######## design 1 ########
### Pin map, design 1

Pins as bars across the die edge, other pins in grey.
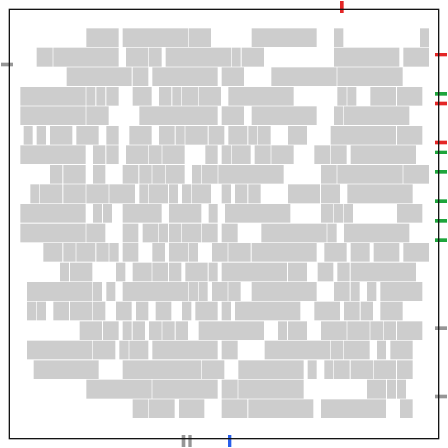

<file path="src/rtl/tbird_light_ctrl.sv">
// Thunderbird tail-light sequencer: synchronises the LEFT/RIGHT/HAZARD switches,
// divides clk down to a sequencing tick and steps a Moore FSM that drives the
// six tail lamps and the mode code shown on the hex display.
module tbird_light_ctrl #(
    parameter int unsigned TICK_DIV = 12500000
) (
    input  logic       clk,
    input  logic       rst_n,
    input  logic       left_sw,
    input  logic       right_sw,
    input  logic       haz_sw,
    output logic [5:0] lights,
    output logic [3:0] csl,
    output logic       tick
);

    localparam int unsigned     CNT_W   = (TICK_DIV > 1) ? $clog2(TICK_DIV) : 1;
    localparam logic [CNT_W-1:0] CNT_MAX = CNT_W'(TICK_DIV - 1);

    localparam logic [3:0] CSL_IDLE   = 4'd0;
    localparam logic [3:0] CSL_LEFT   = 4'd1;
    localparam logic [3:0] CSL_RIGHT  = 4'd2;
    localparam logic [3:0] CSL_HAZARD = 4'd3;

    typedef enum logic [3:0] {
        ST_IDLE   = 4'd0,
        ST_L1     = 4'd1,
        ST_L2     = 4'd2,
        ST_L3     = 4'd3,
        ST_R1     = 4'd4,
        ST_R2     = 4'd5,
        ST_R3     = 4'd6,
        ST_HZ_ON  = 4'd7,
        ST_HZ_OFF = 4'd8
    } state_e;

    // Synchroniser stages, bit order {left, right, hazard}
    logic [2:0]       sync1_q;
    logic [2:0]       sync2_q;
    logic             sl_s;
    logic             sr_s;
    logic             hz_s;

    logic [CNT_W-1:0] cnt_q;
    logic [CNT_W-1:0] cnt_d;
    logic             tick_q;

    state_e           state_q;
    state_e           state_d;

    logic [5:0]       lights_q;
    logic [5:0]       lights_d;
    logic [3:0]       csl_q;
    logic [3:0]       csl_d;

    // Two-flop synchroniser for the three asynchronous switches
    always_ff @(posedge clk or negedge rst_n) begin
        if (!rst_n) begin
            sync1_q <= 3'b000;
            sync2_q <= 3'b000;
        end else begin
            sync1_q <= {left_sw, right_sw, haz_sw};
            sync2_q <= sync1_q;
        end
    end

    // Left and right together are treated exactly like the hazard switch
    assign sl_s = sync2_q[2];
    assign sr_s = sync2_q[1];
    assign hz_s = sync2_q[0] | (sync2_q[2] & sync2_q[1]);

    // Prescaler next count: wraps after TICK_DIV-1
    always_comb begin
        if (cnt_q == CNT_MAX) begin
            cnt_d = {CNT_W{1'b0}};
        end else begin
            cnt_d = cnt_q + CNT_W'(1);
        end
    end

    // Prescaler and tick register; tick is high while the count sits at TICK_DIV-1
    always_ff @(posedge clk or negedge rst_n) begin
        if (!rst_n) begin
            cnt_q  <= {CNT_W{1'b0}};
            tick_q <= 1'b0;
        end else begin
            cnt_q  <= cnt_d;
            tick_q <= (cnt_d == CNT_MAX);
        end
    end

    // State register; next state already holds between ticks
    always_ff @(posedge clk or negedge rst_n) begin
        if (!rst_n) begin
            state_q <= ST_IDLE;
        end else begin
            state_q <= state_d;
        end
    end

    // Next-state logic, evaluated only on tick cycles; hazard always wins
    always_comb begin
        state_d = state_q;
        if (tick_q) begin
            case (state_q)
                ST_IDLE, ST_HZ_OFF: begin
                    if (hz_s) begin
                        state_d = ST_HZ_ON;
                    end else if (sl_s) begin
                        state_d = ST_L1;
                    end else if (sr_s) begin
                        state_d = ST_R1;
                    end else begin
                        state_d = ST_IDLE;
                    end
                end
                ST_L1:    state_d = hz_s ? ST_HZ_ON : ST_L2;
                ST_L2:    state_d = hz_s ? ST_HZ_ON : ST_L3;
                ST_L3:    state_d = hz_s ? ST_HZ_ON : ST_IDLE;
                ST_R1:    state_d = hz_s ? ST_HZ_ON : ST_R2;
                ST_R2:    state_d = hz_s ? ST_HZ_ON : ST_R3;
                ST_R3:    state_d = hz_s ? ST_HZ_ON : ST_IDLE;
                ST_HZ_ON: state_d = ST_HZ_OFF;
                default:  state_d = ST_IDLE;
            endcase
        end else begin
            state_d = state_q;
        end
    end

    // Moore decode of the upcoming state, so the registered outputs track the state register
    always_comb begin
        lights_d = 6'b000000;
        csl_d    = CSL_IDLE;
        case (state_d)
            ST_IDLE:   begin lights_d = 6'b000000; csl_d = CSL_IDLE;   end
            ST_L1:     begin lights_d = 6'b001000; csl_d = CSL_LEFT;   end
            ST_L2:     begin lights_d = 6'b011000; csl_d = CSL_LEFT;   end
            ST_L3:     begin lights_d = 6'b111000; csl_d = CSL_LEFT;   end
            ST_R1:     begin lights_d = 6'b000100; csl_d = CSL_RIGHT;  end
            ST_R2:     begin lights_d = 6'b000110; csl_d = CSL_RIGHT;  end
            ST_R3:     begin lights_d = 6'b000111; csl_d = CSL_RIGHT;  end
            ST_HZ_ON:  begin lights_d = 6'b111111; csl_d = CSL_HAZARD; end
            ST_HZ_OFF: begin lights_d = 6'b000000; csl_d = CSL_HAZARD; end
            default:   begin lights_d = 6'b000000; csl_d = CSL_IDLE;   end
        endcase
    end

    // Output registers: glitch-free lamps and mode code, cleared at once by reset
    always_ff @(posedge clk or negedge rst_n) begin
        if (!rst_n) begin
            lights_q <= 6'b000000;
            csl_q    <= CSL_IDLE;
        end else begin
            lights_q <= lights_d;
            csl_q    <= csl_d;
        end
    end

    assign lights = lights_q;
    assign csl    = csl_q;
    assign tick   = tick_q;

endmodule

</file>
<file path="config.mk">
export PLATFORM = sky130hd
export DESIGN_NAME = tbird_light_ctrl
export DESIGN_NICKNAME = d
export VERILOG_FILES = /design/src/rtl/tbird_light_ctrl.sv
export SDC_FILE = /design/constraint.sdc
export NUM_CORES = 1
export LEC_CHECK = 0
export CORE_UTILIZATION = 65
export CTS_BUF_LIST = sky130_fd_sc_hd__clkbuf_4 sky130_fd_sc_hd__clkbuf_8
export DETAILED_ROUTE_END_ITERATION = 16
export PLACE_DENSITY = 0.91
export SLEW_MARGIN = 5
export SYNTH_ARGS = -nofsm -noshare
export SYNTH_HDL_FRONTEND = slang
export SYNTH_SLANG_ARGS = --single-unit
export TNS_END_PERCENT = 100
</file>
<file path="constraint.sdc">
create_clock -name clk -period 3.29 [get_ports clk]
set_clock_uncertainty 0.2 [all_clocks]
set_input_delay 0.4935 -clock clk [delete_from_list [all_inputs] [get_ports clk]]
set_output_delay 0.4935 -clock clk [all_outputs]
set_load 0.01 [all_outputs]
</file>
######## design 2 ########
`config.mk`:
```
export PLATFORM = sky130hd
export DESIGN_NAME = sram_port_arbiter
export DESIGN_NICKNAME = d
export VERILOG_FILES = /design/src/rtl/sram_port_arbiter.sv
export SDC_FILE = /design/constraint.sdc
export NUM_CORES = 1
export LEC_CHECK = 0
export ABC_AREA = 1
export CORE_MARGIN = 10
export CORE_UTILIZATION = 30
export CTS_BUF_LIST = sky130_fd_sc_hd__clkbuf_16
export DETAILED_ROUTE_END_ITERATION = 6
export MAX_ROUTING_LAYER = met4
export PLACE_DENSITY = 0.62
export SKIP_CTS_REPAIR_TIMING = 1
export SLEW_MARGIN = 5
export SYNTH_ARGS = -nofsm -noshare
export SYNTH_HDL_FRONTEND = slang
export SYNTH_SLANG_ARGS = --single-unit
```
`constraint.sdc`:
```
create_clock -name io_axiClk -period 2.1 [get_ports io_axiClk]
set_input_delay 0.525 -clock io_axiClk [delete_from_list [all_inputs] [get_ports io_axiClk]]
set_output_delay 0.525 -clock io_axiClk [all_outputs]
set_load 0.02 [all_outputs]
```
`src/rtl/sram_port_arbiter.sv`:
```
// sram_port_arbiter: shares one async SRAM between a VGA read port (p0)
// and a CPU read/write port (p1). Define SRAM_ARB_RR_EN for round-robin.
module sram_port_arbiter #(
  parameter int ADDR_WIDTH   = 20,
  parameter int DATA_WIDTH   = 16,
  parameter int WAIT_CYCLES  = 1,
  parameter int STARVE_LIMIT = 4
) (
  input  logic                    io_axiClk,
  input  logic                    io_asyncResetn,
  input  logic                    p0_cmd_valid,
  output logic                    p0_cmd_ready,
  input  logic [ADDR_WIDTH-1:0]   p0_cmd_addr,
  output logic                    p0_rsp_valid,
  output logic [DATA_WIDTH-1:0]   p0_rsp_data,
  input  logic                    p1_cmd_valid,
  output logic                    p1_cmd_ready,
  input  logic                    p1_cmd_write,
  input  logic [ADDR_WIDTH-1:0]   p1_cmd_addr,
  input  logic [DATA_WIDTH-1:0]   p1_cmd_wdata,
  input  logic [DATA_WIDTH/8-1:0] p1_cmd_mask,
  output logic                    p1_rsp_valid,
  output logic [DATA_WIDTH-1:0]   p1_rsp_data,
  output logic [ADDR_WIDTH-1:0]   sram_addr,
  input  logic [DATA_WIDTH-1:0]   sram_dq_read,
  output logic [DATA_WIDTH-1:0]   sram_dq_write,
  output logic                    sram_dq_writeEnable,
  output logic                    sram_ce_n,
  output logic                    sram_oe_n,
  output logic                    sram_we_n,
  output logic                    sram_lb_n,
  output logic                    sram_ub_n
);

  localparam int MW  = DATA_WIDTH / 8;
  localparam int WCW = (WAIT_CYCLES > 1) ? $clog2(WAIT_CYCLES) : 1;

  typedef enum logic [1:0] {
    IDLE    = 2'd0,
    ACCESS  = 2'd1,
    RECOVER = 2'd2
  } state_e;

  state_e                  state_q, state_d;
  logic [WCW-1:0]          wcnt_q, wcnt_d;
  logic                    write_q, write_d;
  logic                    port_q, port_d;
  logic [MW-1:0]           mask_q, mask_d;
  logic [ADDR_WIDTH-1:0]   addr_q, addr_d;
  logic [DATA_WIDTH-1:0]   dq_write_q, dq_write_d;
  logic                    dq_we_q, dq_we_d;
  logic                    ce_n_q, ce_n_d;
  logic                    oe_n_q, oe_n_d;
  logic                    we_n_q, we_n_d;
  logic                    lb_n_q, lb_n_d;
  logic                    ub_n_q, ub_n_d;
  logic                    p0_rv_q, p0_rv_d;
  logic                    p1_rv_q, p1_rv_d;
  logic [DATA_WIDTH-1:0]   p0_rd_q, p0_rd_d;
  logic [DATA_WIDTH-1:0]   p1_rd_q, p1_rd_d;
  logic                    grant1;
  logic                    idle;
  logic                    take;
  logic                    wr_take;

`ifdef SRAM_ARB_RR_EN
  logic                    last_q, last_d;
`else
  localparam int SCW = $clog2(STARVE_LIMIT + 1);
  logic [SCW-1:0]          starve_q, starve_d;
`endif

  // Pick the port that wins a free SRAM this cycle.
  always_comb begin
    grant1 = 1'b0;
    if (p1_cmd_valid && !p0_cmd_valid) begin
      grant1 = 1'b1;
    end else if (p1_cmd_valid && p0_cmd_valid) begin
`ifdef SRAM_ARB_RR_EN
      grant1 = !last_q;
`else
      grant1 = (starve_q == SCW'(STARVE_LIMIT));
`endif
    end
  end

  assign idle         = (state_q == IDLE);
  assign p0_cmd_ready = idle && p0_cmd_valid && !grant1;
  assign p1_cmd_ready = idle && grant1;
  assign take         = p0_cmd_ready || p1_cmd_ready;
  assign wr_take      = p1_cmd_ready && p1_cmd_write;

  // Access sequencing: strobes, data capture and responses.
  always_comb begin
    state_d    = state_q;
    wcnt_d     = wcnt_q;
    write_d    = write_q;
    port_d     = port_q;
    mask_d     = mask_q;
    addr_d     = addr_q;
    dq_write_d = dq_write_q;
    dq_we_d    = dq_we_q;
    ce_n_d     = ce_n_q;
    oe_n_d     = oe_n_q;
    we_n_d     = we_n_q;
    lb_n_d     = lb_n_q;
    ub_n_d     = ub_n_q;
    p0_rv_d    = 1'b0;
    p1_rv_d    = 1'b0;
    p0_rd_d    = p0_rd_q;
    p1_rd_d    = p1_rd_q;
    unique case (state_q)
      IDLE: begin
        if (take) begin
          state_d = ACCESS;
          wcnt_d  = '0;
          write_d = wr_take;
          port_d  = p1_cmd_ready;
          ce_n_d  = 1'b0;
          if (p1_cmd_ready) begin
            addr_d = p1_cmd_addr;
            mask_d = p1_cmd_mask;
          end else begin
            addr_d = p0_cmd_addr;
            mask_d = '1;
          end
          if (wr_take) begin
            dq_write_d = p1_cmd_wdata;
            dq_we_d    = 1'b1;
            we_n_d     = 1'b0;
            oe_n_d     = 1'b1;
            lb_n_d     = ~p1_cmd_mask[0];
            ub_n_d     = ~p1_cmd_mask[MW-1];
          end else begin
            we_n_d = 1'b1;
            oe_n_d = 1'b0;
            lb_n_d = 1'b0;
            ub_n_d = 1'b0;
          end
        end
      end
      ACCESS: begin
        if (wcnt_q == WCW'(WAIT_CYCLES - 1)) begin
          if (write_q) begin
            state_d = RECOVER;
            we_n_d  = 1'b1;
            p1_rv_d = 1'b1;
            p1_rd_d = '0;
          end else begin
            state_d = IDLE;
            ce_n_d  = 1'b1;
            oe_n_d  = 1'b1;
            lb_n_d  = 1'b1;
            ub_n_d  = 1'b1;
            if (port_q) begin
              p1_rv_d = 1'b1;
              p1_rd_d = sram_dq_read;
            end else begin
              p0_rv_d = 1'b1;
              p0_rd_d = sram_dq_read;
            end
          end
        end else begin
          wcnt_d = wcnt_q + WCW'(1);
        end
      end
      RECOVER: begin
        state_d = IDLE;
        ce_n_d  = 1'b1;
        dq_we_d = 1'b0;
        lb_n_d  = 1'b1;
        ub_n_d  = 1'b1;
      end
      default: begin
        state_d = IDLE;
      end
    endcase
  end

`ifdef SRAM_ARB_RR_EN
  // Remember which port won last so contention alternates.
  always_comb begin
    last_d = last_q;
    if (take) last_d = p1_cmd_ready;
  end
`else
  // Count p0 wins while p1 is kept waiting.
  always_comb begin
    starve_d = starve_q;
    if (!p1_cmd_valid || p1_cmd_ready) begin
      starve_d = '0;
    end else if (p0_cmd_ready && starve_q != SCW'(STARVE_LIMIT)) begin
      starve_d = starve_q + SCW'(1);
    end
  end
`endif

  // State and registered SRAM/response outputs.
  always_ff @(posedge io_axiClk or negedge io_asyncResetn) begin
    if (!io_asyncResetn) begin
      state_q    <= IDLE;
      wcnt_q     <= '0;
      write_q    <= 1'b0;
      port_q     <= 1'b0;
      mask_q     <= '0;
      addr_q     <= '0;
      dq_write_q <= '0;
      dq_we_q    <= 1'b0;
      ce_n_q     <= 1'b1;
      oe_n_q     <= 1'b1;
      we_n_q     <= 1'b1;
      lb_n_q     <= 1'b1;
      ub_n_q     <= 1'b1;
      p0_rv_q    <= 1'b0;
      p1_rv_q    <= 1'b0;
      p0_rd_q    <= '0;
      p1_rd_q    <= '0;
`ifdef SRAM_ARB_RR_EN
      last_q     <= 1'b1;
`else
      starve_q   <= '0;
`endif
    end else begin
      state_q    <= state_d;
      wcnt_q     <= wcnt_d;
      write_q    <= write_d;
      port_q     <= port_d;
      mask_q     <= mask_d;
      addr_q     <= addr_d;
      dq_write_q <= dq_write_d;
      dq_we_q    <= dq_we_d;
      ce_n_q     <= ce_n_d;
      oe_n_q     <= oe_n_d;
      we_n_q     <= we_n_d;
      lb_n_q     <= lb_n_d;
      ub_n_q     <= ub_n_d;
      p0_rv_q    <= p0_rv_d;
      p1_rv_q    <= p1_rv_d;
      p0_rd_q    <= p0_rd_d;
      p1_rd_q    <= p1_rd_d;
`ifdef SRAM_ARB_RR_EN
      last_q     <= last_d;
`else
      starve_q   <= starve_d;
`endif
    end
  end

  assign sram_addr           = addr_q;
  assign sram_dq_write       = dq_write_q;
  assign sram_dq_writeEnable = dq_we_q;
  assign sram_ce_n           = ce_n_q;
  assign sram_oe_n           = oe_n_q;
  assign sram_we_n           = we_n_q;
  assign sram_lb_n           = lb_n_q;
  assign sram_ub_n           = ub_n_q;
  assign p0_rsp_valid        = p0_rv_q;
  assign p0_rsp_data         = p0_rd_q;
  assign p1_rsp_valid        = p1_rv_q;
  assign p1_rsp_data         = p1_rd_q;

endmodule

```
######## design 3 ########
==> src/rtl/regfile_scoreboard.sv <==
// Register-file scoreboard: per-register pending-write counters gating decode issue.
// Optional REGFILE_SCOREBOARD_PERF_EN adds stall_cycles and issue_count outputs.
module regfile_scoreboard #(
    parameter int CNT_W = 2
) (
    input  logic       clk,
    input  logic       rst,
    input  logic       id_valid,
    input  logic [4:0] id_rs1,
    input  logic [4:0] id_rs2,
    input  logic       id_uses_rs1,
    input  logic       id_uses_rs2,
    input  logic [4:0] id_rd,
    input  logic       id_writes_rd,
    output logic       id_ready,
    input  logic       wb_valid,
    input  logic [4:0] wb_rd,
    input  logic       flush,
    input  logic       drain_req,
    output logic       drain_done,
    output logic       busy,
    output logic       err
`ifdef REGFILE_SCOREBOARD_PERF_EN
    ,
    output logic [31:0] stall_cycles,
    output logic [31:0] issue_count
`endif
);

    typedef enum logic [1:0] {RUN, DRAIN, DRAINED} state_t;

    state_t            state;
    state_t            state_nxt;
    logic              run;
    logic [CNT_W-1:0]  cnt [32];
    logic [31:0]       inc;
    logic [31:0]       dec;
    logic [31:0]       nz;
    logic              haz1;
    logic              haz2;
    logic              sat;
    logic              issue;
    logic              spurious;

    always_comb begin
        nz = '0;
        for (int r = 1; r < 32; r++) begin
            nz[r] = (cnt[r] != '0);
        end
    end

    assign busy = |nz;

    assign haz1 = id_uses_rs1 && (id_rs1 != 5'd0) && nz[id_rs1];
    assign haz2 = id_uses_rs2 && (id_rs2 != 5'd0) && nz[id_rs2];
    assign sat  = id_writes_rd && (id_rd != 5'd0) &&
                  (cnt[id_rd] == {CNT_W{1'b1}});

    assign id_ready = run && !haz1 && !haz2 && !sat && !flush;
    assign issue    = id_valid && id_ready;

    always_comb begin
        inc = '0;
        dec = '0;
        for (int r = 1; r < 32; r++) begin
            inc[r] = issue && id_writes_rd && (id_rd == 5'(r));
            dec[r] = wb_valid && (wb_rd == 5'(r));
        end
    end

    // Writeback with nothing in flight is a protocol error; flush squashes it.
    assign spurious = !flush && wb_valid && (wb_rd != 5'd0) && !nz[wb_rd];

    always_ff @(posedge clk or negedge rst) begin
        if (!rst) begin
            for (int r = 0; r < 32; r++) begin
                cnt[r] <= '0;
            end
        end else begin
            for (int r = 1; r < 32; r++) begin
                if (flush) begin
                    cnt[r] <= '0;
                end else if (inc[r] && !dec[r]) begin
                    cnt[r] <= cnt[r] + CNT_W'(1);
                end else if (dec[r] && !inc[r] && nz[r]) begin
                    cnt[r] <= cnt[r] - CNT_W'(1);
                end
            end
        end
    end

    always_ff @(posedge clk or negedge rst) begin
        if (!rst) begin
            err <= 1'b0;
        end else if (spurious) begin
            err <= 1'b1;
        end
    end

    always_ff @(posedge clk or negedge rst) begin
        if (!rst) begin
            state <= RUN;
        end else begin
            state <= state_nxt;
        end
    end

    always_comb begin
        state_nxt = state;
        unique case (state)
            RUN:     if (drain_req) state_nxt = DRAIN;
            DRAIN:   if (!busy)     state_nxt = DRAINED;
            DRAINED: if (!drain_req) state_nxt = RUN;
            default: state_nxt = RUN;
        endcase
    end

    always_comb begin
        run        = 1'b0;
        drain_done = 1'b0;
        unique case (state)
            RUN:     run = 1'b1;
            DRAIN:   run = 1'b0;
            DRAINED: drain_done = 1'b1;
            default: run = 1'b0;
        endcase
    end

`ifdef REGFILE_SCOREBOARD_PERF_EN
    always_ff @(posedge clk or negedge rst) begin
        if (!rst) begin
            stall_cycles <= '0;
            issue_count  <= '0;
        end else begin
            if (id_valid && !id_ready) stall_cycles <= stall_cycles + 32'd1;
            if (issue)                 issue_count  <= issue_count + 32'd1;
        end
    end
`endif

endmodule

==> config.mk <==
export PLATFORM = sky130hd
export DESIGN_NAME = regfile_scoreboard
export DESIGN_NICKNAME = d
export VERILOG_FILES = /design/src/rtl/regfile_scoreboard.sv
export SDC_FILE = /design/constraint.sdc
export NUM_CORES = 1
export LEC_CHECK = 0
export CORE_MARGIN = 10
export CORE_UTILIZATION = 35
export CTS_CLUSTER_SIZE = 12
export DETAILED_ROUTE_END_ITERATION = 8
export SLEW_MARGIN = 15
export SYNTH_ARGS = -nofsm -noshare
export SYNTH_HDL_FRONTEND = slang
export SYNTH_SLANG_ARGS = --single-unit
==> constraint.sdc <==
create_clock -name clk -period 6.25 [get_ports clk]
set_input_delay 1.25 -clock clk [delete_from_list [all_inputs] [get_ports clk]]
set_output_delay 1.25 -clock clk [all_outputs]
set_load 0.01 [all_outputs]
######## design 4 ########
### src/rtl/mdu_pkg.sv
// Shared encodings for the multiply/divide unit: operation codes, FSM states, default widths.
package mdu_pkg;

    localparam int WORD_WIDTH  = 32;
    localparam int MDUOP_WIDTH = 4;

    localparam logic [MDUOP_WIDTH-1:0] MDU_MULT  = 4'd0;
    localparam logic [MDUOP_WIDTH-1:0] MDU_MULTU = 4'd1;
    localparam logic [MDUOP_WIDTH-1:0] MDU_DIV   = 4'd2;
    localparam logic [MDUOP_WIDTH-1:0] MDU_DIVU  = 4'd3;
    localparam logic [MDUOP_WIDTH-1:0] MDU_MTHI  = 4'd4;
    localparam logic [MDUOP_WIDTH-1:0] MDU_MTLO  = 4'd5;
    localparam logic [MDUOP_WIDTH-1:0] MDU_MFHI  = 4'd6;
    localparam logic [MDUOP_WIDTH-1:0] MDU_MFLO  = 4'd7;
    localparam logic [MDUOP_WIDTH-1:0] MDU_MADD  = 4'd8;
    localparam logic [MDUOP_WIDTH-1:0] MDU_MADDU = 4'd9;
    localparam logic [MDUOP_WIDTH-1:0] MDU_MSUB  = 4'd10;
    localparam logic [MDUOP_WIDTH-1:0] MDU_MSUBU = 4'd11;

    typedef enum logic [1:0] {
        MDU_S_IDLE = 2'd0,
        MDU_S_MUL  = 2'd1,
        MDU_S_DIV  = 2'd2,
        MDU_S_FIX  = 2'd3
    } mdu_state_e;

endpackage

### src/rtl/mdu_div_step.sv
// One restoring-division step: shift the next dividend bit into the partial
// remainder and subtract the divisor when it fits.
module mdu_div_step #(
    parameter int W = 32
) (
    input  logic [W-1:0] rem,
    input  logic         dividend_bit,
    input  logic [W-1:0] divisor,
    output logic [W-1:0] rem_next,
    output logic         q_bit
);

    logic [W:0]   trial;
    logic [W-1:0] diff;

    always_comb begin
        trial = {rem, dividend_bit};
        q_bit = (trial >= {1'b0, divisor});
        // When the subtract succeeds the true difference is below 2^W, so the
        // low W bits are exact; a zero divisor simply passes the dividend through.
        diff     = trial[W-1:0] - divisor;
        rem_next = q_bit ? diff : trial[W-1:0];
    end

endmodule

### src/rtl/mdu.sv
// Iterative radix-2 multiply/divide unit owning HI/LO.
// Optional build macro MDU_MADD_EN adds MADD/MADDU/MSUB/MSUBU accumulate ops.
module mdu
    import mdu_pkg::*;
#(
    parameter  int W     = WORD_WIDTH,
    localparam int CNT_W = $clog2(W) + 1
) (
    input  logic                   clk,
    input  logic                   rst,
    input  logic                   start,
    input  logic [MDUOP_WIDTH-1:0] mdu_op,
    input  logic [W-1:0]           op1,
    input  logic [W-1:0]           op2,
    input  logic                   flush,
    output logic                   busy,
    output logic                   done,
    output logic [W-1:0]           hi,
    output logic [W-1:0]           lo
);

    mdu_state_e     state_reg, state_next;
    logic [CNT_W-1:0] cnt_reg;
    logic [W-1:0]   a_reg;
    logic [W-1:0]   b_reg;
    logic [2*W-1:0] acc_reg;
    logic [W-1:0]   hi_reg, lo_reg;
    logic           done_reg;
    logic           is_div_reg, neg_q_reg, neg_r_reg;

    logic           is_mul_op, is_div_op, is_signed_op;
    logic           sign1, sign2;
    logic [W-1:0]   op1_abs, op2_abs;
    logic [2*W-1:0] mul_acc_next;
    logic [2*W-1:0] prod_fix;
    logic [2*W-1:0] mul_result;
    logic [W-1:0]   q_fix, r_fix;
    logic [W-1:0]   div_rem_next;
    logic           div_q_bit;
    logic           idle_cmd;

`ifdef MDU_MADD_EN
    logic is_acc_op, is_sub_op;
    logic acc_en_reg, acc_sub_reg;
`endif

    // Operation decode
    always_comb begin
        is_mul_op    = 1'b0;
        is_div_op    = 1'b0;
        is_signed_op = 1'b0;
`ifdef MDU_MADD_EN
        is_acc_op    = 1'b0;
        is_sub_op    = 1'b0;
`endif
        case (mdu_op)
            MDU_MULT:  begin is_mul_op = 1'b1; is_signed_op = 1'b1; end
            MDU_MULTU: is_mul_op = 1'b1;
            MDU_DIV:   begin is_div_op = 1'b1; is_signed_op = 1'b1; end
            MDU_DIVU:  is_div_op = 1'b1;
`ifdef MDU_MADD_EN
            MDU_MADD:  begin is_mul_op = 1'b1; is_signed_op = 1'b1; is_acc_op = 1'b1; end
            MDU_MADDU: begin is_mul_op = 1'b1; is_acc_op = 1'b1; end
            MDU_MSUB:  begin is_mul_op = 1'b1; is_signed_op = 1'b1; is_acc_op = 1'b1; is_sub_op = 1'b1; end
            MDU_MSUBU: begin is_mul_op = 1'b1; is_acc_op = 1'b1; is_sub_op = 1'b1; end
`endif
            default: ;
        endcase
    end

    always_comb begin
        sign1    = is_signed_op & op1[W-1];
        sign2    = is_signed_op & op2[W-1];
        op1_abs  = sign1 ? -op1 : op1;
        op2_abs  = sign2 ? -op2 : op2;
        idle_cmd = (state_reg == MDU_S_IDLE) && start && !flush;
    end

    // MSB-first shift-add: the accumulator doubles each step before the partial product lands.
    always_comb begin
        mul_acc_next = {acc_reg[2*W-2:0], 1'b0} + (b_reg[W-1] ? {{W{1'b0}}, a_reg} : {2*W{1'b0}});
    end

    mdu_div_step #(.W(W)) u_div_step (
        .rem          (acc_reg[W-1:0]),
        .dividend_bit (a_reg[W-1]),
        .divisor      (b_reg),
        .rem_next     (div_rem_next),
        .q_bit        (div_q_bit)
    );

    always_comb begin
        prod_fix = neg_q_reg ? -acc_reg : acc_reg;
        q_fix    = neg_q_reg ? -a_reg : a_reg;
        r_fix    = neg_r_reg ? -acc_reg[W-1:0] : acc_reg[W-1:0];
        mul_result = prod_fix;
`ifdef MDU_MADD_EN
        if (acc_en_reg)
            mul_result = acc_sub_reg ? ({hi_reg, lo_reg} - prod_fix) : ({hi_reg, lo_reg} + prod_fix);
`endif
    end

    always_comb begin
        state_next = state_reg;
        if (flush) begin
            state_next = MDU_S_IDLE;
        end else begin
            case (state_reg)
                MDU_S_IDLE: begin
                    if (start && is_mul_op)      state_next = MDU_S_MUL;
                    else if (start && is_div_op) state_next = MDU_S_DIV;
                end
                MDU_S_MUL, MDU_S_DIV: begin
                    if (cnt_reg == '0) state_next = MDU_S_FIX;
                end
                MDU_S_FIX: state_next = MDU_S_IDLE;
                default:   state_next = MDU_S_IDLE;
            endcase
        end
    end

    always_ff @(posedge clk) begin
        if (rst) state_reg <= MDU_S_IDLE;
        else     state_reg <= state_next;
    end

    always_ff @(posedge clk) begin
        if (rst) begin
            cnt_reg    <= '0;
            a_reg      <= '0;
            b_reg      <= '0;
            acc_reg    <= '0;
            hi_reg     <= '0;
            lo_reg     <= '0;
            done_reg   <= 1'b0;
            is_div_reg <= 1'b0;
            neg_q_reg  <= 1'b0;
            neg_r_reg  <= 1'b0;
`ifdef MDU_MADD_EN
            acc_en_reg  <= 1'b0;
            acc_sub_reg <= 1'b0;
`endif
        end else begin
            done_reg <= 1'b0;
            if (idle_cmd) begin
                if (is_mul_op || is_div_op) begin
                    a_reg      <= op1_abs;
                    b_reg      <= op2_abs;
                    acc_reg    <= '0;
                    cnt_reg    <= CNT_W'(W - 1);
                    is_div_reg <= is_div_op;
                    neg_q_reg  <= sign1 ^ sign2;
                    neg_r_reg  <= sign1;
`ifdef MDU_MADD_EN
                    acc_en_reg  <= is_acc_op;
                    acc_sub_reg <= is_sub_op;
`endif
                end
                if (mdu_op == MDU_MTHI) hi_reg <= op1;
                if (mdu_op == MDU_MTLO) lo_reg <= op1;
            end else if (!flush) begin
                case (state_reg)
                    MDU_S_MUL: begin
                        acc_reg <= mul_acc_next;
                        b_reg   <= {b_reg[W-2:0], 1'b0};
                        if (cnt_reg != '0) cnt_reg <= cnt_reg - 1'b1;
                    end
                    MDU_S_DIV: begin
                        // Quotient bits enter a_reg from the bottom as dividend bits leave the top.
                        acc_reg[W-1:0] <= div_rem_next;
                        a_reg          <= {a_reg[W-2:0], div_q_bit};
                        if (cnt_reg != '0) cnt_reg <= cnt_reg - 1'b1;
                    end
                    MDU_S_FIX: begin
                        done_reg <= 1'b1;
                        if (is_div_reg) begin
                            lo_reg <= q_fix;
                            hi_reg <= r_fix;
                        end else begin
                            {hi_reg, lo_reg} <= mul_result;
                        end
                    end
                    default: ;
                endcase
            end
        end
    end

    assign busy = (state_reg != MDU_S_IDLE);
    assign done = done_reg;
    assign hi   = hi_reg;
    assign lo   = lo_reg;

endmodule

### config.mk
export PLATFORM = sky130hd
export DESIGN_NAME = mdu
export DESIGN_NICKNAME = d
export VERILOG_FILES = /design/src/rtl/mdu_pkg.sv /design/src/rtl/mdu_div_step.sv /design/src/rtl/mdu.sv
export SDC_FILE = /design/constraint.sdc
export NUM_CORES = 1
export LEC_CHECK = 0
export CAP_MARGIN = 10
export CORE_MARGIN = 1.5
export CORE_UTILIZATION = 40
export DETAILED_ROUTE_END_ITERATION = 8
export PLACE_DENSITY_LB_ADDON = 0.12
export SETUP_SLACK_MARGIN = 0.4
export SLEW_MARGIN = 10
export SYNTH_ARGS = -nofsm -noshare
export SYNTH_HDL_FRONTEND = slang
export SYNTH_HIERARCHICAL = 1
export SYNTH_SLANG_ARGS = --single-unit
### constraint.sdc
create_clock -name clk -period 3.55 [get_ports clk]
set_clock_uncertainty 0.15 [all_clocks]
set_input_delay 1.065 -clock clk [delete_from_list [all_inputs] [get_ports clk]]
set_output_delay 1.065 -clock clk [all_outputs]
set_load 0.01 [all_outputs]
### Cell outlines without signal wires, design 2

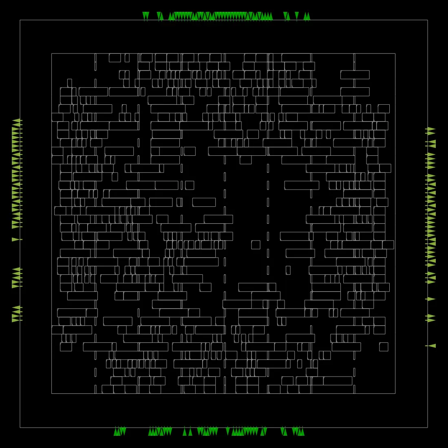
flip-flop and latch count: 83
flip-flop and latch share of the layout cell area: 0.363

==> results.txt, design 2 <==
Flow results follow.

The instance tally after logic synthesis is 406. The nature of the critical path endpoint is an output pin. The post-synth tally of flip-flops with integrated enable is 0. Dividing the detail-routed wire length by the instance count gives approximately 14 um. By instance count after routing, the leading logic cell type is clkdlybuf4s50_1. The data-path buffer share of cell area in the final layout is 0.298. The total area inside the core boundary comes to 0.0120 mm2. Listed in order, past its start point the critical path passes clkdlybuf4s50_1 > nand2_4 > buf_6 > nand3_4 > inv_1 > buf_4. The chip area from the yosys synthesis statistics is 0.00366 mm2. Each instance of the synthesized netlist takes up on average 9.01 um2.

The cell type group with the largest total delay on the critical path is buffers and inverters. Looking at the clock tree report, the root buffer type is clkbuf_16. The violation count after the first detailed-route iteration is 107. The area fraction in full adders, half adders and majority gates is 0.0239. The portion of netlist area occupied by mux cells is 0. The maximum clock path buffer count is 2.

The port buffer count is 156. The worst-case vdd ir drop is 687 uV. The number of placed instances, taps included, is ~710. In the synthesized netlist the dominant register cell turns out to be dfrtp_1. Once placement finished, the instance area stood at 0.00540 mm2. TritonCTS built the clock tree. The amount of wire on met2 after detailed routing is 5160 um.

Entering global routing, the biggest net connects ~42 pins. The timing report gives the biggest stage delay along the critical path as 0.54 ns. For this run, the register share of the synthesized area comes to 0.570. The worst hold path class is input port to asynchronous set/reset pin.

Setup repair after global routing left no endpoint under its margin. By instance count after routing, the leading logic cell types are clkdlybuf4s50_1, nand2_1, dfrtp_1, inv_1, o21ai_1. Per the detail_route report, DRC violations left total 0. Wire segments on met3 add up to 705 um in the final route.

Leaving out the clock tree, the finished layout contains an inverter count of 70. The number of antenna diodes is 0. The design received a total of 147 well taps at floorplan. The highest signal layer in the routed design is met4. Using the TritonRoute via totals, the vias-per-cell ratio works out to 4.33. The run finished with clean final reports. The overflow left after global routing is 0. The number of hold violations in the final report is 0. The final total negative setup slack is 0 ns.
[design 2: state kept, by name (all words and copies together), names as in the netlist]
name                 count
starve_q                 3
p1_rsp_data             16
sram_dq_writeEnable      1
sram_ce_n                1
sram_we_n                1
write_q                  1
sram_ub_n                1
sram_lb_n                1
p0_rsp_valid             1
p1_rsp_valid             1
sram_dq_write           16
sram_oe_n                1
port_q                   1
p0_rsp_data             16
state_q                  2
sram_addr               20
[design 2: where the power goes]
part	total, mW	internal (mW)	switching (mW)
Combinational	4.33	1.96	2.37
Sequential	2.79	2.38	0.411
Clock	1.75	1.15	0.606
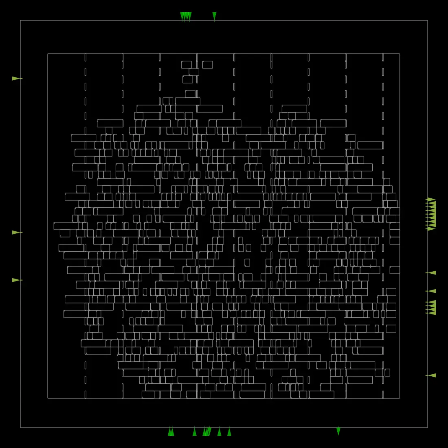
*Cell outlines without signal wires, design 3*
flip-flop and latch share of the layout cell area: 0.243
n_taps: 220
number of fill cells: 1,753

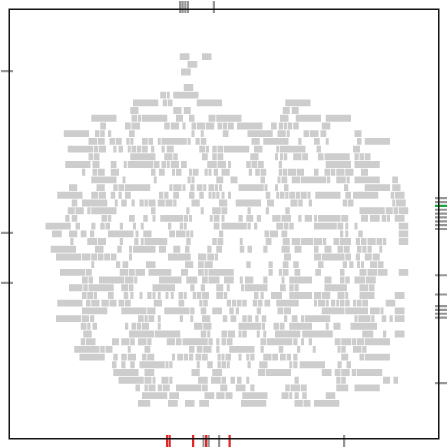
*Pin map, design 3*
Pins as bars across the die edge, other pins in grey.
port	colour	pins	direction	edge
`drain_req`	green	1	input	east
`wb_rd`	red	5	input	south
all pins by edge	16 east, 9 south, 5 north, 3 west

==> results.txt, design 3 <==
Flow results follow.

Per the repair_timing log after CTS, setup buffers inserted total 0. The layout overhead on the synthesized area is 11.4%. The pin count of the biggest net entering global routing is 66. For flop-to-flop paths, the worst setup slack is ~2.2 ns. Ranked by power, first place goes to the clock network. The max-slew violation count is 0.

The number of cells after detailed placement is 974. In the post-route report, total wirelength is listed as around 23,000 um. The H-tree was split into 3 levels. The post-synth net total is 803. The kind of cell with the highest combined delay along the critical path is buffers and inverters. STA shows the worst reg2reg path with a cell count of 8. The final estimated routing congestion in global placement is 1.01. The first global-routing pass estimated 35,400 um of wire.

For this run, global-route usage on met2 was measured as 0.293. The relative slew slack is 0.210. Cell internal power was estimated by the tool at approximately 0.82 mW. The number of antenna violations at the first check in global routing is 1. The post-route non-filler standard cell count is 991. The core utilization before placement is 0.360. The flow ran to the end, and the final reports show no timing, DRC or antenna violations.

The clock edge transition at the registers on the reported setup and hold paths is 0.06 ns. The via count of the first global-routing pass is 5,929. The multi-input combinational cells in the finished layout cover a total of 0.00407 mm2. The commonest register cell is dfrtp_1. Per the final timing report, the hold violations number 0.

The commonest cells after synthesis are nor2_1, nand2_1, dfrtp_1. The combinational-cell power consumption is 0.250 mW. The number of gates on the worst path with buffers counted is 9. Leaving out fill and tap cells, the most frequent cells in the layout are nor2_1, nand2_1, dfrtp_1, nor3_1. The final worst setup slack is approximately 0.77 ns.

Recorded from the global router log, the overflow total was 0. The share of power burned in the clock network is 0.427. In this run the core area contains 47 standard-cell rows.

STA lists the endpoint of the worst register-to-register path as cnt[58]$_DFFE_PN0P_. Sorting the synthesis cell report by count puts at the top nor2_1. The capture point of the critical path was reported as id_ready. The amount of wire on met3 after detailed routing is 2650 um. The share of the synthesized area in the top cell type is 0.270. Post-synthesis, Yosys gives the total cell area as 0.00602 mm2. The transition at the pin with the smallest max-transition slack is 1.18 ns. In this run, CTS created clock tree buffers numbering 9. The fraction of power consumed by combinational cells is 0.209.
## design 3: final cells by class
type | instances | area share
sequential | 65 | 0.243
clock buffer | 13 | 0.0374
inverter | 14 | 0.00784
multi-input combinational | 633 | 0.607
tap | 220 | 0.0411
timing repair buffer | 42 | 0.0575
clock inverter | 3 | 0.00598
antenna | 1 | 0.000374
## design 3: through the flow
stage	utilization	instance area, um2
3_5_place_dp	0.384	6410
3_3_place_gp	0.384	6410
2_1_floorplan	-	6020
4_1_cts	0.401	6700
6_report	0.401	6700
5_1_grt	0.401	6700
## design 3: registers in the layout, indices dropped and copies added (netlist names)
name and count:
state 2, err 1, cnt 62
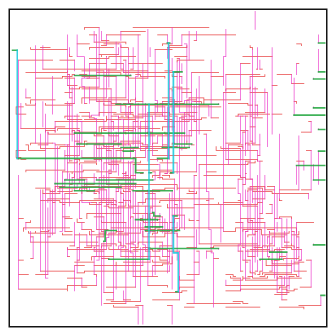
*Wiring by layer, design 1*
layer	colour	wire length
M4	cyan	106 um
M1	red	1,660 um
M2	magenta	2,010 um
M3	green	230 um

## Picture notes: 'Pin map' of design 1
port	colour	pins	direction	edge
`csl`	red	4	output	3 east, 1 north
`left_sw`	blue	1	input	south
`lights`	green	6	output	east
all pins by edge	11 east, 3 south, 1 west, 1 north

==> results.txt, design 1 <==
Flow results follow.

Prior to clock tree synthesis, the placed netlist has a worst setup slack of 0.882 ns. The parity-gate share of the synthesized area counting xor and xnor cells is 0.0887. The number of antenna violations at the first check in global routing is 0. The capturing instance or port of the critical path is tick$_DFF_PN0_. The achievable clock frequency is about 0.4 GHz. The worst-case register-to-register setup slack is 0.79 ns. The chip area from the yosys synthesis statistics is 0.00216 mm2.

The DRC violations left is 0. The synthesis log from Yosys contains 0 warnings. Sorting the Yosys area breakdown by cell type puts at the top dfrtp_1. Setup repair after global routing left no endpoint under its margin. The final layout contains ~240 nets.

The delay of the slowest cell on the worst path is 0.46 ns. Walking the worst path, the cells encountered are ha_1 > nand4_1 > nor3_2 > nand3_1 > or2_1 > o2111ai_1 > nor4_1. In this run the standard cell core region covers 0.00310 mm2. Hold-check failures listed in the final report amount to 0. Of the available clock period, the critical path in the final layout requires 0.759.

Across every metal layer, demand over resource in global routing totals 0.262. The per-instance average area after synthesis is a little under 10 um2. The number of filler instances in the final layout is 209. Detailed placement reports a standard cell area of 0.00229 mm2. The flow ran to the end, and the final reports show no timing, DRC or antenna violations. The total internal power is 0.783 mW. The flop share of the area is 0.449. The min-delay analysis places its worst path in the category input port to asynchronous set/reset pin.

The count of inverters not on the clock network in the layout is 11. The layout has 14 buffers outside the clock class. The die span in y is 59.6 um. At the end of routability-driven placement, the weighted congestion stood at 0.923. The count of buffers added on input and output ports is 13. The share of flip-flops with an asynchronous set or reset after synthesis is 1.00. Per the layout area report, the combinational fraction of cell area is 0.411.

The largest power group is registers. The number of cells after detailed placement is between 200 and 300. The number of vias per cell after detailed routing is 5.98. The die is 59.6 um wide.

Power comes to approximately 0.96 mW. The share of synthesized cell area in and, or, nand and nor gates is 0.253. The final total negative setup slack is 0 ns.

From the final report, the count of setup violators was given as 0. The number of distinct library cells after synthesis is 52. Routing resource usage on met1 recorded by global route was 0.323. In the floorplan report the effective utilization is 0.695.
## design 1: per-layer routing
layer  vias to the layer above  part of all wire
met5                         -                 0
met4                         0             0.026
met3                        12             0.057
met2                        66              0.50
met1                       782              0.41
li1                        791                 -
## design 1: cell usage after synthesis (all sizes together), types with 6 or more instances
| master | count |
|---|---|
| dfrtp | 43 |
| nor2 | 26 |
| a21oi | 7 |
| nand3 | 14 |
| o21ai | 7 |
| buf | 6 |
| xor2 | 7 |
| nand4 | 7 |
| nand2 | 11 |
| inv | 11 |
| nor3 | 7 |
| xnor2 | 14 |
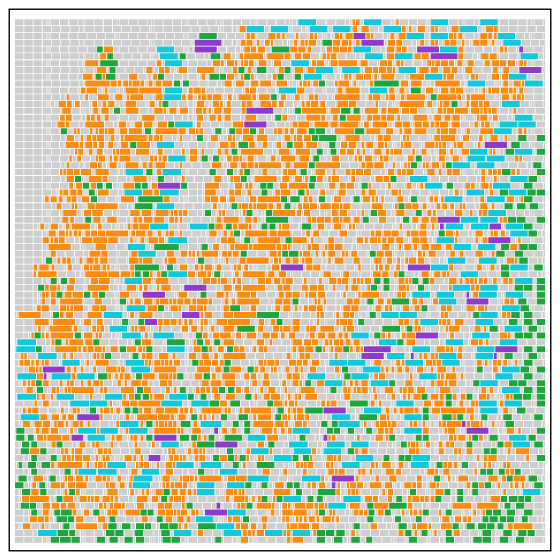
*Placed cells, one colour a class, design 4*
Fill, decap, tap and diode cells in grey.
class	colour	cells	share of their area
clock drivers and dummy loads	purple	46	3.6%
registers	cyan	204	17%
remaining buffers and delay cells	green	491	18%
remaining logic cells	orange	2,080	61%

==> results.txt, design 4 <==
Flow results follow.

The first global-routing pass estimated roughly 120,000 um of wire. The power density over the cells is roughly 280 mW/mm2. The critical path in this run is classified as register to register.

After synthesis, the share of cell area in mux cells is 0.0364. The worst path arrival time is approximately 3.6 ns. The CTS tree is done. The script logs the ratio of routed vias to standard cells as around 6.0. The number of antenna violations at the first check in global routing is 1. The pin count of the biggest net entering global routing is 91. According to the floorplan report, the die width is 216 um. The synthesized design contains 0 enable-type register cells.

Summed over all cells, the static leakage comes to 9.66 nW. Summing all multi-input logic gate instances after layout gives roughly 0.015 mm2. The capturing instance or port of the critical path is acc_reg[21]$_SDFFE_PP0P_. The die span in y is approximately 220 um. The placeable core region is 0.0444 mm2. The reg-to-reg critical path startpoint is acc_reg[9]$_SDFFE_PP0P_. The level count of the clock H-tree is 1. The run finished with clean final reports. The critical path starts at acc_reg[9]$_SDFFE_PP0P_.

The via count of the first global-routing pass came to 19,335. The worst-case vdd ir drop is 333 uV. Per Yosys stat, the portion of area used by sequential elements is 0.226.
-- design 4: cell type report --
| class | instances | share of cell area |
|---|---|---|
| antenna | 1 | 0.000100 |
| timing repair buffer | 491 | 0.178 |
| inverter | 76 | 0.0118 |
| multi-input combinational | 2004 | 0.580 |
| clock inverter | 12 | 0.00700 |
| clock buffer | 34 | 0.0283 |
| tap | 592 | 0.0296 |
| sequential | 204 | 0.165 |
-- design 4: where the power goes --
group / internal (mW) / switching (mW) / leakage, nW
Sequential: 2.31 / 0.0394 / 1.66
Combinational: 0.906 / 0.992 / 7.56
Clock: 1.69 / 1.10 / 0.442
Total: 4.91 / 2.13 / 9.66


==> layout pictures side by side <==
Clock network drawn from the DEF.
panel A
The bar under the picture is 50 um long.
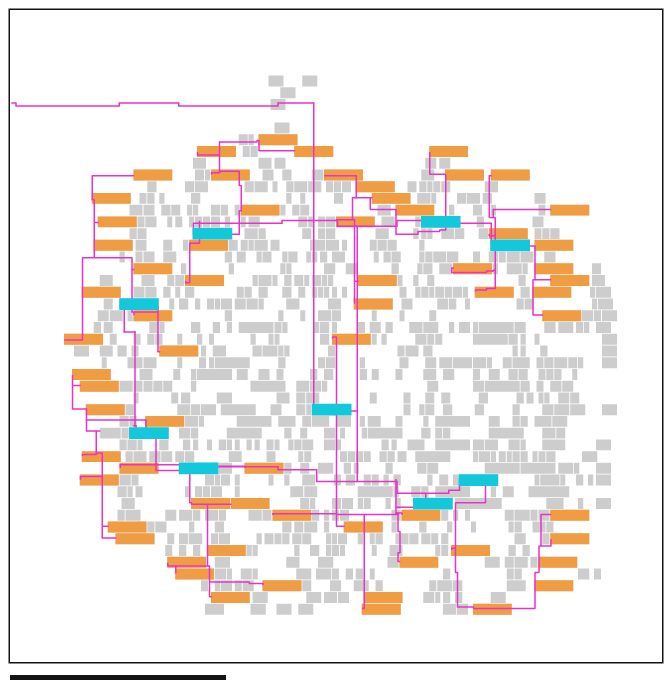
panel B
The bar under the picture is 20 um long.
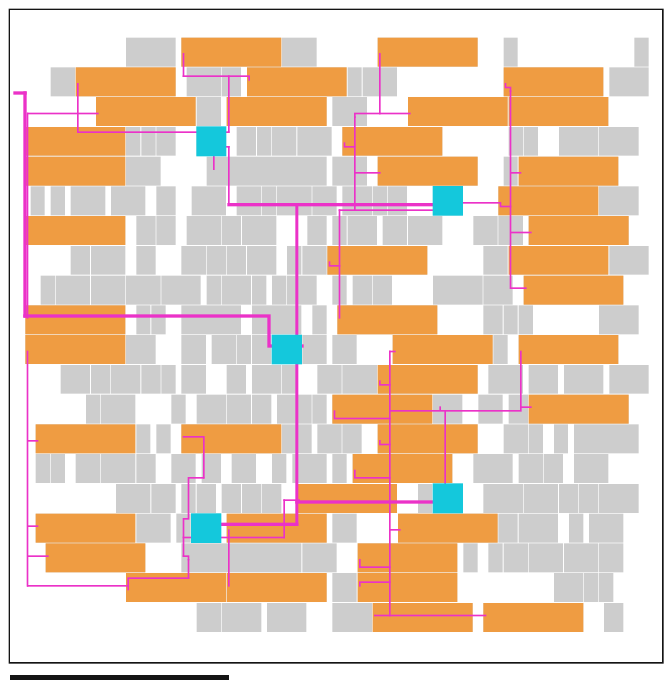
panel C
The bar under the picture is 50 um long.
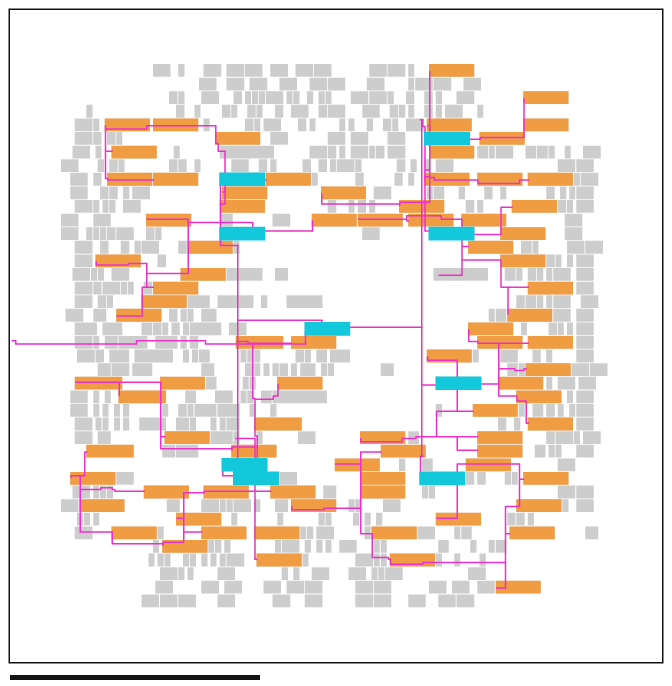
panel D
The bar under the picture is 50 um long.
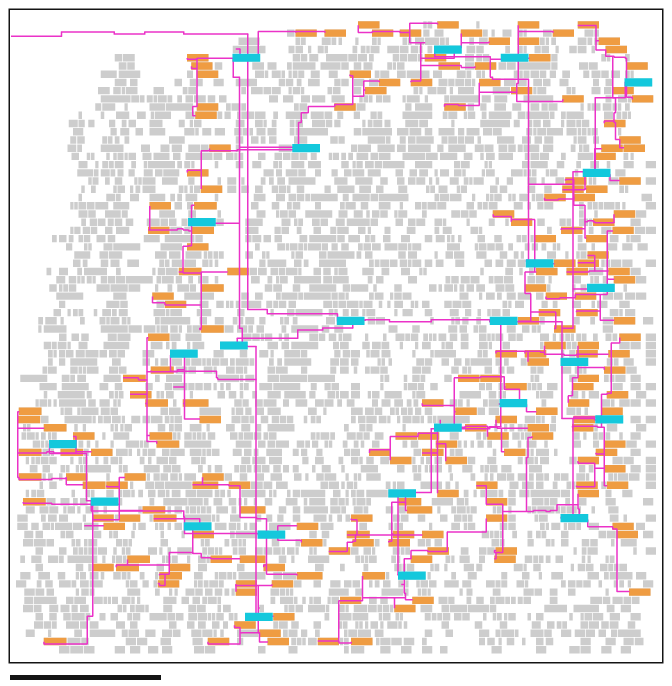
Of these, smallest die: panel B
Of these, fewest sequential cells: panel B
Panel B is design 1.
Panel D is design 4.
Panel A is design 3.
Panel C is design 2.

Key to panel C:
[clock wires] magenta | length: 1,060 um
[flip-flops] orange | count: 83
[clock-net drivers] cyan | count: 9
routed clock nets	10

Power is estimated from default activity; no workload was simulated.
